==================== alu_sequencer
**alu_sequencer: routing congestion map**

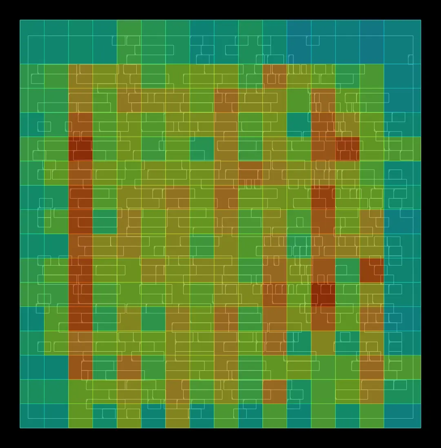

**config.mk**
```make
export PLATFORM = sky130hd
export DESIGN_NAME = alu_sequencer
export DESIGN_NICKNAME = d
export VERILOG_FILES = /design/src/rtl/alu_sequencer.sv
export SDC_FILE = /design/constraint.sdc
export NUM_CORES = 1
export LEC_CHECK = 0
export CAP_MARGIN = 10
export CORE_AREA = 2 2 112 114
export CTS_CLUSTER_SIZE = 8
export DETAILED_ROUTE_END_ITERATION = 8
export DIE_AREA = 0 0 114 116
export PLACE_DENSITY_LB_ADDON = 0.1
export SLEW_MARGIN = 10
export SYNTH_ARGS = -nofsm -noshare
export SYNTH_HDL_FRONTEND = slang
export SYNTH_SLANG_ARGS = --single-unit
```
**constraint.sdc**
```tcl
create_clock -name clk_i -period 5 [get_ports clk_i]
set_clock_uncertainty 0.1 [all_clocks]
set_input_delay 1 -clock clk_i [delete_from_list [all_inputs] [get_ports clk_i]]
set_output_delay 1 -clock clk_i [all_outputs]
set_load 0.01 [all_outputs]
```
**src/rtl/alu_sequencer.sv**
```systemverilog
// Command FIFO feeding an external combinational ALU: pops one command at a time,
// holds operands for SETTLE cycles, captures the result and hands it back in order.
//
// state     | meaning
// ----------+-----------------------------------------------------------
// ST_IDLE   | waiting for a queued command; pops when FIFO non-empty
// ST_EXEC   | operands driven to ALU, settle down-counter running
// ST_RESP   | response presented, waiting for rsp_ready_i
module alu_sequencer #(
   parameter int DEPTH  = 4,
   parameter int SETTLE = 2
) (
   input  logic       clk_i,
   input  logic       rst_i,
   input  logic       cmd_valid_i,
   output logic       cmd_ready_o,
   input  logic [2:0] cmd_op_i,
   input  logic [7:0] cmd_a_i,
   input  logic [7:0] cmd_b_i,
   output logic [7:0] alu_data0_o,
   output logic [7:0] alu_data1_o,
   output logic [3:0] alu_ctrl_o,
   input  logic [7:0] alu_result_i,
   output logic       rsp_valid_o,
   input  logic       rsp_ready_i,
   output logic [7:0] rsp_data_o,
   output logic [2:0] rsp_op_o,
   output logic       rsp_err_o,
   output logic       busy_o,
   output logic [3:0] count_o
);

   localparam int PW = (DEPTH > 1) ? $clog2(DEPTH) : 1;
   localparam int SW = (SETTLE > 1) ? $clog2(SETTLE) : 1;

   typedef enum logic [1:0] {
      ST_IDLE = 2'd0,
      ST_EXEC = 2'd1,
      ST_RESP = 2'd2
   } state_t;

   state_t state_q, state_d;

   logic [2:0]    fifo_op [DEPTH];
   logic [7:0]    fifo_a  [DEPTH];
   logic [7:0]    fifo_b  [DEPTH];
   logic [PW-1:0] wr_ptr_q, rd_ptr_q;
   logic [3:0]    count_q;

   logic [SW-1:0] settle_q;
   logic [7:0]    alu_a_q, alu_b_q;
   logic [2:0]    alu_op_q;
   logic [7:0]    rsp_data_q;
   logic [2:0]    rsp_op_q;
   logic          rsp_err_q;

   logic          push, pop;
   logic [2:0]    head_op;
   logic [7:0]    head_a, head_b;
   logic          head_legal;
   logic          settle_done;

   assign cmd_ready_o = (count_q < 4'(DEPTH));
   assign push        = cmd_valid_i && cmd_ready_o;
   assign pop         = (state_q == ST_IDLE) && (count_q != 4'd0);

   assign head_op     = fifo_op[rd_ptr_q];
   assign head_a      = fifo_a[rd_ptr_q];
   assign head_b      = fifo_b[rd_ptr_q];
   // Divide/modulo by zero never reaches the ALU; it is answered as an error.
   assign head_legal  = (head_op <= 3'd4) &&
                        !(((head_op == 3'd3) || (head_op == 3'd4)) && (head_b == 8'h00));
   assign settle_done = (settle_q == '0);

   always_ff @(posedge clk_i or posedge rst_i) begin
      if (rst_i) state_q <= ST_IDLE;
      else       state_q <= state_d;
   end

   always_comb begin
      state_d = state_q;
      case (state_q)
         ST_IDLE: if (pop) state_d = head_legal ? ST_EXEC : ST_RESP;
         ST_EXEC: if (settle_done) state_d = ST_RESP;
         ST_RESP: if (rsp_ready_i) state_d = ST_IDLE;
         default: state_d = ST_IDLE;
      endcase
   end

   // Storage carries no reset; emptiness is tracked by the pointers and count.
   always_ff @(posedge clk_i) begin
      if (push) begin
         fifo_op[wr_ptr_q] <= cmd_op_i;
         fifo_a[wr_ptr_q]  <= cmd_a_i;
         fifo_b[wr_ptr_q]  <= cmd_b_i;
      end
   end

   always_ff @(posedge clk_i or posedge rst_i) begin
      if (rst_i) begin
         wr_ptr_q   <= '0;
         rd_ptr_q   <= '0;
         count_q    <= 4'd0;
         settle_q   <= '0;
         alu_a_q    <= 8'h00;
         alu_b_q    <= 8'h00;
         alu_op_q   <= 3'd0;
         rsp_data_q <= 8'h00;
         rsp_op_q   <= 3'd0;
         rsp_err_q  <= 1'b0;
      end else begin
         if (push) wr_ptr_q <= wr_ptr_q + PW'(1);
         if (pop)  rd_ptr_q <= rd_ptr_q + PW'(1);

         case ({push, pop})
            2'b10:   count_q <= count_q + 4'd1;
            2'b01:   count_q <= count_q - 4'd1;
            default: count_q <= count_q;
         endcase

         if (pop) begin
            if (head_legal) begin
               alu_a_q  <= head_a;
               alu_b_q  <= head_b;
               alu_op_q <= head_op;
               settle_q <= SW'(SETTLE - 1);
            end else begin
               rsp_data_q <= 8'h00;
               rsp_op_q   <= head_op;
               rsp_err_q  <= 1'b1;
            end
         end

         // Response fields update only on RESP entry so they never glitch mid-response.
         if (state_q == ST_EXEC) begin
            if (settle_done) begin
               rsp_data_q <= alu_result_i;
               rsp_op_q   <= alu_op_q;
               rsp_err_q  <= 1'b0;
            end else begin
               settle_q <= settle_q - SW'(1);
            end
         end
      end
   end

   assign alu_data0_o = alu_a_q;
   assign alu_data1_o = alu_b_q;
   assign alu_ctrl_o  = {1'b0, alu_op_q};
   assign rsp_valid_o = (state_q == ST_RESP);
   assign rsp_data_o  = rsp_data_q;
   assign rsp_op_o    = rsp_op_q;
   assign rsp_err_o   = rsp_err_q;
   assign busy_o      = (state_q != ST_IDLE) || (count_q != 4'd0);
   assign count_o     = count_q;

endmodule

```
==================== prog_loader
[src/rtl/prog_loader.sv]
// prog_loader
// Writer side of the program memory. Accepts a program image as a byte
// stream (valid/ready), packs big-endian 16-bit instruction words, writes
// them sequentially from address 0, verifies an 8-bit additive checksum and
// keeps the CPU held in reset until the image has loaded cleanly.
//
// Frame: LEN_HI, LEN_LO (word count N), N x (DATA_HI, DATA_LO), CSUM.
//
// Ports:
//   clk           system clock
//   rst           synchronous, active-high reset
//   in_data       incoming byte
//   in_valid      in_data is valid
//   in_ready      loader can accept a byte
//   mem_we        program memory write enable, one-cycle pulse per word
//   mem_addr      write address
//   mem_wdata     write data {high byte, low byte}
//   cpu_hold      held high until the image has loaded with a good checksum
//   done          sticky: image loaded and checksum OK
//   err           sticky: length overflow or checksum mismatch
//   words_loaded  count of words written
module prog_loader #(
    parameter int ADDR_W = 8
) (
    input  logic              clk,
    input  logic              rst,
    input  logic [7:0]        in_data,
    input  logic              in_valid,
    output logic              in_ready,
    output logic              mem_we,
    output logic [ADDR_W-1:0] mem_addr,
    output logic [15:0]       mem_wdata,
    output logic              cpu_hold,
    output logic              done,
    output logic              err,
    output logic [ADDR_W:0]   words_loaded
);

    typedef enum logic [2:0] {
        ST_LEN_HI  = 3'd0,
        ST_LEN_LO  = 3'd1,
        ST_DATA_HI = 3'd2,
        ST_DATA_LO = 3'd3,
        ST_CSUM    = 3'd4,
        ST_DONE    = 3'd5,
        ST_ERR     = 3'd6
    } state_t;

    // Largest legal word count; 17 bits so 2**16 would still be representable.
    localparam logic [16:0]       MAX_WORDS = 17'd1 << ADDR_W;
    localparam logic [ADDR_W-1:0] ADDR_ONE  = {{(ADDR_W-1){1'b0}}, 1'b1};
    localparam logic [ADDR_W:0]   WL_ONE    = {{ADDR_W{1'b0}}, 1'b1};

    // Running checksum: byte-wise sum modulo 256.
    function automatic logic [7:0] csum_add(input logic [7:0] acc, input logic [7:0] b);
        csum_add = acc + b;
    endfunction

    state_t            state_r;
    state_t            state_next_s;
    logic              in_ready_r;
    logic              mem_we_r;
    logic [ADDR_W-1:0] mem_addr_r;
    logic [15:0]       mem_wdata_r;
    logic              cpu_hold_r;
    logic              done_r;
    logic              err_r;
    logic [ADDR_W:0]   words_loaded_r;
    logic [15:0]       length_r;
    logic [7:0]        csum_r;
    logic [7:0]        hi_r;
    logic [16:0]       rx_cnt_r;      // words received so far in this frame

    logic              accept_s;
    logic [16:0]       len_full_s;
    logic              last_word_s;

    assign accept_s    = in_valid && in_ready_r;
    // Full length as it will be once the LEN_LO byte is taken this cycle.
    assign len_full_s  = {1'b0, length_r[15:8], in_data};
    assign last_word_s = ((rx_cnt_r + 17'd1) == {1'b0, length_r});

    // State register.
    always_ff @(posedge clk) begin
        if (rst) begin
            state_r <= ST_LEN_HI;
        end else begin
            state_r <= state_next_s;
        end
    end

    // Next-state decode; only an accepted byte moves the frame forward.
    always_comb begin
        state_next_s = state_r;
        case (state_r)
            ST_LEN_HI: begin
                if (accept_s) state_next_s = ST_LEN_LO;
                else          state_next_s = ST_LEN_HI;
            end
            ST_LEN_LO: begin
                if (accept_s) begin
                    if (len_full_s > MAX_WORDS)   state_next_s = ST_ERR;
                    else if (len_full_s == 17'd0) state_next_s = ST_CSUM;
                    else                          state_next_s = ST_DATA_HI;
                end else begin
                    state_next_s = ST_LEN_LO;
                end
            end
            ST_DATA_HI: begin
                if (accept_s) state_next_s = ST_DATA_LO;
                else          state_next_s = ST_DATA_HI;
            end
            ST_DATA_LO: begin
                if (accept_s) begin
                    if (last_word_s) state_next_s = ST_CSUM;
                    else             state_next_s = ST_DATA_HI;
                end else begin
                    state_next_s = ST_DATA_LO;
                end
            end
            ST_CSUM: begin
                if (accept_s) begin
                    if (in_data == csum_r) state_next_s = ST_DONE;
                    else                   state_next_s = ST_ERR;
                end else begin
                    state_next_s = ST_CSUM;
                end
            end
            ST_DONE: state_next_s = ST_DONE;
            ST_ERR:  state_next_s = ST_ERR;
            default: state_next_s = ST_ERR;
        endcase
    end

    // Status outputs are registered from the next state so they change in
    // the cycle right after the terminating byte.
    always_ff @(posedge clk) begin
        if (rst) begin
            in_ready_r <= 1'b1;
            cpu_hold_r <= 1'b1;
            done_r     <= 1'b0;
            err_r      <= 1'b0;
        end else begin
            in_ready_r <= (state_next_s != ST_DONE) && (state_next_s != ST_ERR);
            cpu_hold_r <= (state_next_s != ST_DONE);
            done_r     <= (state_next_s == ST_DONE);
            err_r      <= (state_next_s == ST_ERR);
        end
    end

    // Datapath: length capture, word assembly, checksum and memory writes.
    always_ff @(posedge clk) begin
        if (rst) begin
            mem_we_r       <= 1'b0;
            mem_addr_r     <= '0;
            mem_wdata_r    <= 16'h0000;
            words_loaded_r <= '0;
            length_r       <= 16'h0000;
            csum_r         <= 8'h00;
            hi_r           <= 8'h00;
            rx_cnt_r       <= 17'd0;
        end else begin
            // The write pulse follows the DATA_LO accept by exactly one cycle.
            mem_we_r <= accept_s && (state_r == ST_DATA_LO);

            // Address and count advance on the edge that ends the pulse.
            if (mem_we_r) begin
                mem_addr_r     <= mem_addr_r + ADDR_ONE;
                words_loaded_r <= words_loaded_r + WL_ONE;
            end

            if (accept_s) begin
                case (state_r)
                    ST_LEN_HI:  length_r[15:8] <= in_data;
                    ST_LEN_LO:  length_r[7:0]  <= in_data;
                    ST_DATA_HI: begin
                        hi_r   <= in_data;
                        csum_r <= csum_add(csum_r, in_data);
                    end
                    ST_DATA_LO: begin
                        mem_wdata_r <= {hi_r, in_data};
                        csum_r      <= csum_add(csum_r, in_data);
                        rx_cnt_r    <= rx_cnt_r + 17'd1;
                    end
                    default: begin
                        csum_r <= csum_r;
                    end
                endcase
            end
        end
    end

    assign in_ready     = in_ready_r;
    assign mem_we       = mem_we_r;
    assign mem_addr     = mem_addr_r;
    assign mem_wdata    = mem_wdata_r;
    assign cpu_hold     = cpu_hold_r;
    assign done         = done_r;
    assign err          = err_r;
    assign words_loaded = words_loaded_r;

endmodule

[config.mk]
export PLATFORM = sky130hd
export DESIGN_NAME = prog_loader
export DESIGN_NICKNAME = d
export VERILOG_FILES = /design/src/rtl/prog_loader.sv
export SDC_FILE = /design/constraint.sdc
export NUM_CORES = 1
export LEC_CHECK = 0
export ABC_AREA = 1
export CORE_UTILIZATION = 43
export DETAILED_ROUTE_END_ITERATION = 8
export GPL_TIMING_DRIVEN = 0
export SLEW_MARGIN = 20
export SYNTH_ARGS = -nofsm -noshare
export SYNTH_HDL_FRONTEND = slang
export SYNTH_SLANG_ARGS = --single-unit
[constraint.sdc]
create_clock -name clk -period 4.1 [get_ports clk]
set_input_delay 0.82 -clock clk [delete_from_list [all_inputs] [get_ports clk]]
set_output_delay 0.82 -clock clk [all_outputs]
set_load 0.05 [all_outputs]
==================== reg_dump_tx
==> src/rtl/reg_dump_pkg.sv <==
// Shared constants for the register-dump UART transmitter:
// FSM state encoding and 8N1 framing sizes.
package reg_dump_pkg;

    localparam int DATA_BITS     = 8;
    localparam int BYTES_PER_REG = 4;

    localparam logic [2:0] ST_IDLE      = 3'd0;
    localparam logic [2:0] ST_FETCH     = 3'd1;
    localparam logic [2:0] ST_START_BIT = 3'd2;
    localparam logic [2:0] ST_DATA_BITS = 3'd3;
    localparam logic [2:0] ST_STOP_BIT  = 3'd4;
    localparam logic [2:0] ST_FINISH    = 3'd5;

endpackage

==> src/rtl/uart_tx_byte.sv <==
// 8N1 byte serialiser with baud counter and valid/ready intake.
// A new byte is taken in the last stop-bit cycle, so frames are gapless.
module uart_tx_byte
    import reg_dump_pkg::*;
#(
    parameter int CLKS_PER_BIT = 868
) (
    input  logic       clk,
    input  logic       rst_n,
    input  logic       valid,
    input  logic [7:0] data,
    output logic       ready,
    output logic       tx,
    output logic [2:0] phase
);

    localparam logic [15:0] BAUD_LAST = 16'(CLKS_PER_BIT - 1);
    localparam logic [2:0]  BIT_LAST  = 3'(DATA_BITS - 1);

    logic [15:0] baud;
    logic [2:0]  bit_idx;
    logic [7:0]  shreg;
    logic        bit_end;

    assign bit_end = (baud == BAUD_LAST);
    assign ready   = (phase == ST_IDLE) ||
                     (phase == ST_STOP_BIT && bit_end);

    always_comb begin
        tx = 1'b1;
        unique case (1'b1)
            phase == ST_START_BIT: tx = 1'b0;
            phase == ST_DATA_BITS: tx = shreg[0];
            default:               tx = 1'b1;
        endcase
    end

    always_ff @(posedge clk) begin
        if (!rst_n) begin
            phase   <= ST_IDLE;
            baud    <= '0;
            bit_idx <= '0;
            shreg   <= '0;
        end else begin
            baud <= (phase == ST_IDLE || bit_end) ? '0 : baud + 16'd1;
            if (ready && valid) begin
                phase   <= ST_START_BIT;
                shreg   <= data;
                bit_idx <= '0;
            end else if (bit_end) begin
                case (phase)
                    ST_START_BIT: phase <= ST_DATA_BITS;
                    ST_DATA_BITS: begin
                        shreg <= shreg >> 1;
                        if (bit_idx == BIT_LAST) begin
                            phase <= ST_STOP_BIT;
                        end else begin
                            bit_idx <= bit_idx + 3'd1;
                        end
                    end
                    default: phase <= ST_IDLE;
                endcase
            end
        end
    end

endmodule

==> src/rtl/reg_dump_tx.sv <==
// Dumps register file entries 0..LAST_REG over UART, four bytes each,
// little-endian, then pulses done.
module reg_dump_tx
    import reg_dump_pkg::*;
#(
    parameter int CLKS_PER_BIT = 868,
    parameter int LAST_REG     = 31
) (
    input  logic        clk,
    input  logic        rst_n,
    input  logic        start,
    output logic [4:0]  rd_addr,
    input  logic [31:0] rd_data,
    output logic        tx,
    output logic        busy,
    output logic        done
);

    localparam logic [4:0] REG_LAST  = 5'(LAST_REG);
    localparam logic [1:0] BYTE_LAST = 2'(BYTES_PER_REG - 1);

    logic [2:0]  ctl;
    logic [2:0]  phase;
    logic [2:0]  state;
    logic [4:0]  reg_idx;
    logic [1:0]  byte_idx;
    logic [1:0]  nxt_idx;
    logic [31:0] buffer;
    logic        ser_valid;
    logic        ser_ready;
    logic [7:0]  ser_data;

    // ctl parks in ST_START_BIT for a whole register; the serialiser
    // supplies the start/data/stop sub-state.
    assign state = (ctl == ST_START_BIT) ? phase : ctl;

    assign nxt_idx   = byte_idx + 2'd1;
    assign ser_valid = (ctl == ST_FETCH) ||
                       (ctl == ST_START_BIT && byte_idx != BYTE_LAST);
    assign ser_data  = (ctl == ST_FETCH) ? rd_data[7:0]
                                         : buffer[{nxt_idx, 3'b000} +: 8];

    assign rd_addr = reg_idx;
    assign busy    = (state != ST_IDLE);
    assign done    = (state == ST_FINISH);

    uart_tx_byte #(
        .CLKS_PER_BIT(CLKS_PER_BIT)
    ) u_ser (
        .clk  (clk),
        .rst_n(rst_n),
        .valid(ser_valid),
        .data (ser_data),
        .ready(ser_ready),
        .tx   (tx),
        .phase(phase)
    );

    always_ff @(posedge clk) begin
        if (!rst_n) begin
            ctl      <= ST_IDLE;
            reg_idx  <= '0;
            byte_idx <= '0;
            buffer   <= '0;
        end else begin
            case (ctl)
                ST_IDLE: begin
                    if (start) begin
                        ctl      <= ST_FETCH;
                        reg_idx  <= '0;
                        byte_idx <= '0;
                    end
                end
                ST_FETCH: begin
                    buffer <= rd_data;
                    ctl    <= ST_START_BIT;
                end
                ST_START_BIT: begin
                    if (ser_ready) begin
                        if (byte_idx != BYTE_LAST) begin
                            byte_idx <= nxt_idx;
                        end else if (reg_idx == REG_LAST) begin
                            ctl <= ST_FINISH;
                        end else begin
                            reg_idx  <= reg_idx + 5'd1;
                            byte_idx <= '0;
                            ctl      <= ST_FETCH;
                        end
                    end
                end
                ST_FINISH: begin
                    ctl      <= ST_IDLE;
                    reg_idx  <= '0;
                    byte_idx <= '0;
                end
                default: ctl <= ST_IDLE;
            endcase
        end
    end

endmodule

==> config.mk <==
export PLATFORM = sky130hd
export DESIGN_NAME = reg_dump_tx
export DESIGN_NICKNAME = d
export VERILOG_FILES = /design/src/rtl/reg_dump_pkg.sv /design/src/rtl/uart_tx_byte.sv /design/src/rtl/reg_dump_tx.sv
export SDC_FILE = /design/constraint.sdc
export NUM_CORES = 1
export LEC_CHECK = 0
export ABC_CLOCK_PERIOD_IN_PS = 2700
export CAP_MARGIN = 20
export CELL_PAD_IN_SITES_DETAIL_PLACEMENT = 0
export CELL_PAD_IN_SITES_GLOBAL_PLACEMENT = 2
export CORE_MARGIN = 3
export CORE_UTILIZATION = 34
export CTS_CLUSTER_DIAMETER = 30
export DETAILED_ROUTE_END_ITERATION = 16
export MAX_ROUTING_LAYER = met4
export PLACE_DENSITY_LB_ADDON = 0.2
export SLEW_MARGIN = 20
export SYNTH_ARGS = -nofsm -noshare
export SYNTH_HDL_FRONTEND = slang
export SYNTH_SLANG_ARGS = --single-unit
==> constraint.sdc <==
create_clock -name clk -period 2.7 [get_ports clk]
set_clock_uncertainty 0.1 [all_clocks]
set_input_delay 0.81 -clock clk [delete_from_list [all_inputs] [get_ports clk]]
set_output_delay 0.81 -clock clk [all_outputs]
set_load 0.05 [all_outputs]
**prog_loader: gate-type map**

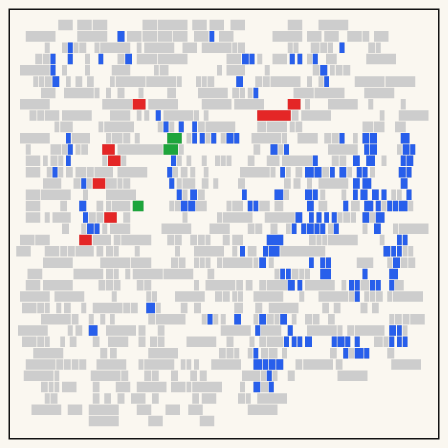
xor and xnor cells: in red, cells 8. nand cells: in blue, cells 162, where widely spread. non-inverting ao/oa cells: in green, cells 3.
count of non-filler cells in the finished layout: 824
logic share of the area: 40.82%

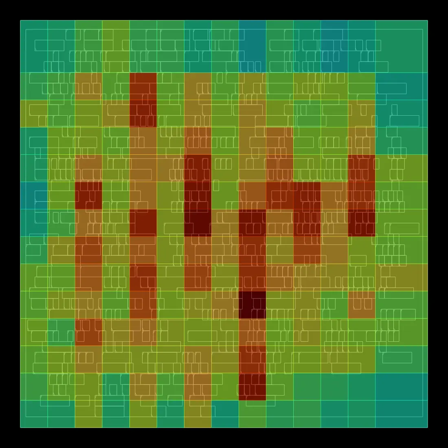
**Above:** prog_loader (routing congestion map).
fraction of the core area covered by cells at the end of the flow: 53.50%
met2 layer usage reported by global route: 36.97%
fraction of met1 tracks used by global routing: 31.12%

==> results_slide.txt, prog_loader <==
Key Metrics from the Run

Status
  – Status: finished clean

Timing
  – Worst clock skew: 9.797 ps
  – Setup TNS: 0 ps

Worst hold path
  – Worst Hold Endpoint: mem_wdata[9]

Pwr
  – Share of power burned in registers: approximately half
  – Net switching power figure: between 500 and 600 µW
  – Power in the clock group: 698 µW

Detailed routing
  – Total Wirelength: roughly 11000 µm
  – Length of routed met3 wiring: between 400 and 500 µm
  – DRT Pass-1 Iters: 5

Logic synthesis
  – Mux cell area share after synthesis: 0%
  – Count of instantiated cells in the yosys netlist: 627
  – Cell accounting for the most synthesized area: dfxtp_1
  – Number of unique standard cell types used by synthesis: 33

Floorplanning
  – Number of tap cells inserted: approximately 130
  – I/O pin count: between 40 and 50
  – Core Rows: 36

CTS
  – H-tree depth reported by CTS: 3
  – Buffer type at the clock tree root: clkbuf_8

Layout
  – Number of antenna cells inserted: 0

Setup path
  – Start point of the critical path: in_valid
  – Worst reg-to-reg setup slack: about 1800 ps
[prog_loader: flip-flops by register name, indices dropped and copies added, names as in the netlist]
name	cells
mem_addr	8
length_r	16
done	1
rx_cnt_r	17
words_loaded	9
in_ready	1
cpu_hold	1
mem_we	1
state_r	3
mem_wdata	16
err	1
csum_r	8
hi_r	8
[prog_loader: worst min-delay path: stages (launching register included)]
cell and delay (ps):
dfxtp_1 320, inv_1 50, a21oi_1 50
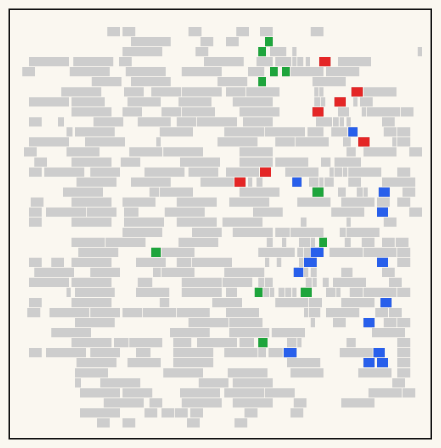
**Above:** alu_sequencer (gate-type map).
xor and xnor cells: in red, cells 7, where north-east. non-inverting ao/oa cells: in blue, cells 14. and/or cells: in green, cells 11.
top logic cell by instance count in the layout: edfxtp_1
logic share of the area: 21.13%
count of non-filler cells in the finished layout: 505

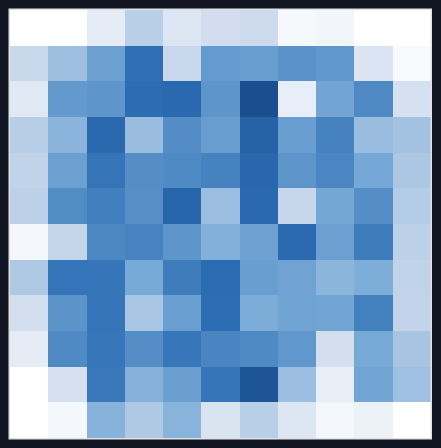
**Above:** alu_sequencer (cell density map).
The die is cut into 11 by 12 equal tiles; white is low, dark blue is high, 0 to 100% covered.
The mean over all tiles is 45%. The fullest tile reaches 88%. 5.3% of the tiles are nearly empty. The densest ninth of the die: centre.
core outline area: 11910 µm²
starting density of the core: 39.65%
fraction of the core area covered by cells at the end of the flow: 51.45%

About 'routing congestion map' of alu_sequencer:
GRT met3 Usage: 4.184%
layer carrying the most global-route usage: met2
routed length per instance: 17.83 µm
fraction of met1 tracks used by global routing: 19.04%

==> results_slide.txt, alu_sequencer <==
Key Metrics from the Run

Pwr
  – Group with the largest share of power: registers
  – Leakage power total: ~0.0023 µW
  – Overall Power: between 4000 and 5000 µW

Setup path
  – Ordered cell list for the critical path: buf_4, mux4_2, a21oi_1, o32ai_4, nor2_4, mux2_2
  – Start point of the critical path: rd_ptr_q[0]
  – Data arrival time of the critical path: between 3000 and 4000 ps

Timing
  – Total of endpoints with negative setup slack in the final report: 0
  – Post-route worst setup slack: 1622 ps
  – Slew of the pin with the lowest slew margin: roughly 1100 ps
  – Shortest clock period the worst path allows after layout: around 3400 ps

CTS
  – Clock edge transition at the registers on the reported setup and hold paths: around 50 ps
  – H-tree depth reported by CTS: 4

Detailed routing
  – DRT Pass-1 Iters: 4
  – Total via count after detailed routing: 2553

Logic synthesis
  – Count of warnings emitted by yosys: 0
  – Net count entering floorplan: ~300
  – Adder and majority gate portion of the synthesized area: between 2 and 2.5%

Layout
  – Final #Nets: around 380
  – Register area: around 3300 µm²

Status
  – Status: finished clean
==> alu_sequencer: registers in the layout, summed over array words and instances (netlist names) <==
signal	count
rsp_data_o	8
state_q	2
wr_ptr_q	2
rd_ptr_q	2
rsp_op_o	3
alu_op_q	3
fifo_b	32
settle_q	1
fifo_op	12
fifo_a	32
count_o	4
alu_data1_o	8
alu_data0_o	8
rsp_err_o	1
==> alu_sequencer: area by class of cell <==
class	count	area share [%]
sequential	118	54.39
multi-input combinational	126	21.13
timing repair buffer	70	11.35
clock buffer	20	7.289
tap	147	3.001
clock inverter	12	2.103
inverter	12	0.7350
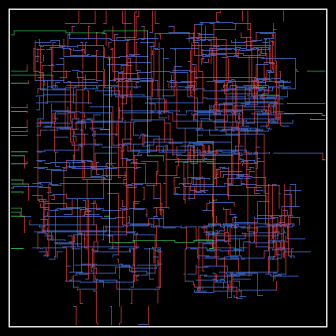
**Above:** reg_dump_tx (wiring by layer).
M4: in orange, wire length 140 µm. M3: in green, wire length 260 µm. M2: in red, wire length 3240 µm. M1: in blue, wire length 3730 µm.
Tot GR Track Use: 13.97%
Total Wirelength: 7367 µm
routed length per instance: 12.97 µm

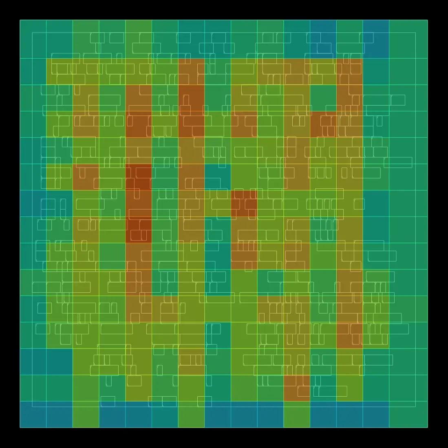
**Above:** reg_dump_tx (routing congestion map).
GRT met3 Usage: 2.769%
met2 layer usage reported by global route: 20.64%

==> results_slide.txt, reg_dump_tx <==
Key Metrics from the Run

Logic synthesis
  – Count of warnings emitted by yosys: 0
  – Cell area after synthesis: approximately 3400 µm²
  – Syn Inst Count: ~390
  – Share of flip-flops with an asynchronous set or reset: 0%
  – Total of flip-flops plus latches after synthesis: between 70 and 80
  – Compound-cell area share of the yosys netlist: between 10 and 15%
  – Simple-gate share of the synthesized area: 25.50%

Floorplanning
  – Core outline area: 9819 µm²

Flow run
  – Maximum capacitance violations: 0

Setup path
  – Slowest CP cell: dfxtp_1
  – Critical Path Stages: 4
  – CP max FO: 6
  – Start point of the critical path: ctl[2]
  – Top cell family by delay on the critical path: flip-flops
  – Data arrival time of the critical path: roughly 1600 ps

Pwr
  – Comb power: between 800 and 900 µW
  – Leakage power total: 0.001473 µW
  – Logic gate share of total power: between 20% and 30%
  – Group with the largest share of power: registers
  – Overall Power: roughly 3200 µW

Detailed routing
  – Initial detailed-routing violation count: around 74
  – Total via count after detailed routing: 2729

CTS
  – Setup bufs post-CTS: 0
  – Clock Tree Buf Depth: 2
  – H-tree depth reported by CTS: 3

Timing
  – Max-slew headroom: between 50% and 60%
  – F_max: 395.3 MHz
  – Hold violation count in the final report: 0
  – RSZ-0062 raised after global routing: false
  – Setup TNS: 0 ps

GRT
  – Number of global-route vias before repair: about 2600

Status
  – Status: finished clean
==> reg_dump_tx: registers in the layout, indices dropped and copies added (netlist names) <==
name	count
u_ser.phase	3
byte_idx	2
rd_addr	5
u_ser.baud	16
u_ser.bit_idx	3
ctl	3
u_ser.shreg	8
buffer	32
==> reg_dump_tx: area by class of cell <==
| class | count | area [µm²] |
|---|---|---|
| inverter | 4 | 15.01 |
| multi-input combinational | 296 | 1913 |
| tap | 133 | 166.4 |
| fill | 1064 | 5578 |
| clock inverter | 6 | 115.1 |
| timing repair buffer | 47 | 462.9 |
| sequential | 72 | 1441 |
| clock buffer | 10 | 127.6 |

==> gallery <==
Met2 routing.
panel A
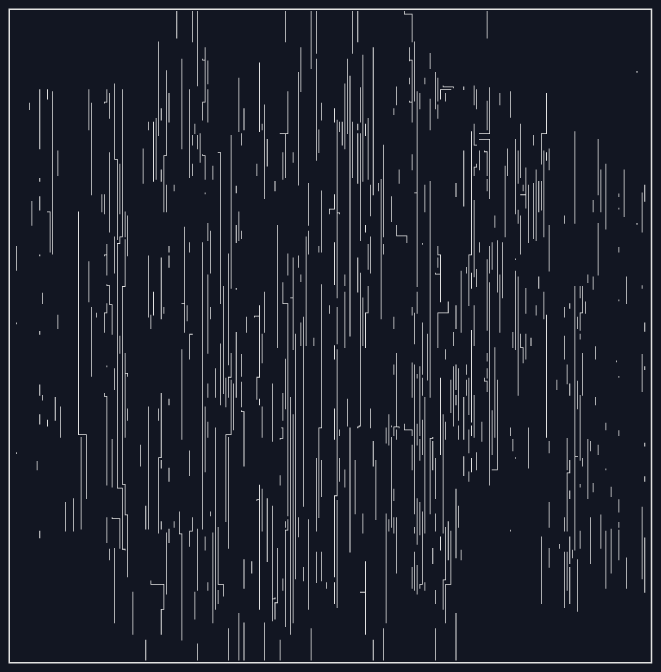
panel B
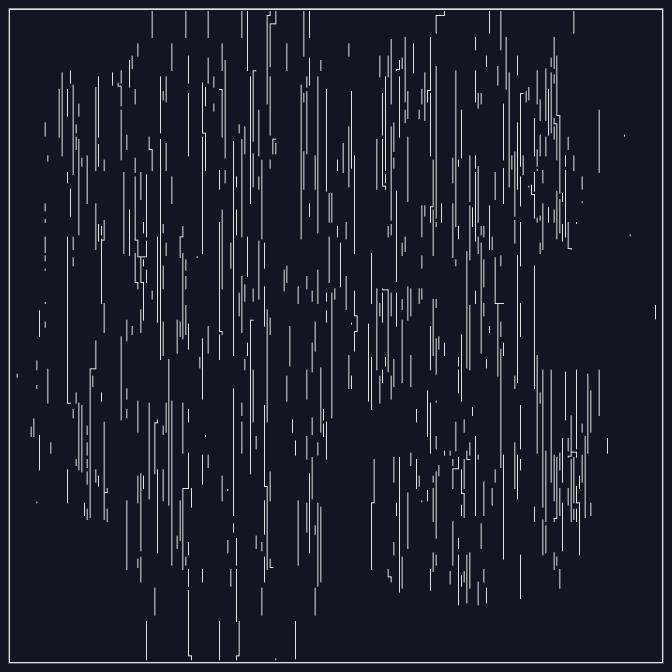
panel C
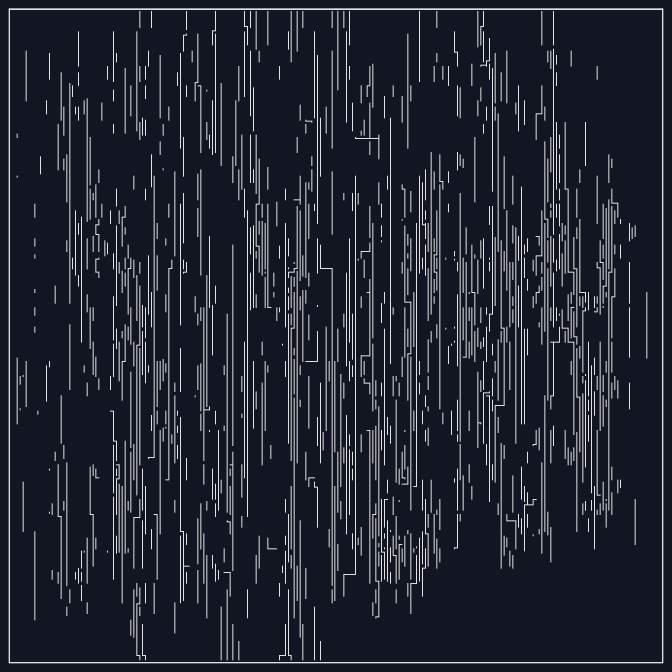
| from | picture |
|---|---|
| reg_dump_tx | panel B |
| alu_sequencer | panel A |
| prog_loader | panel C |

Key to panel A:
338 nets have wire on it. The layer holds 47% of the routed length.


Power is estimated from default activity; no workload was simulated.
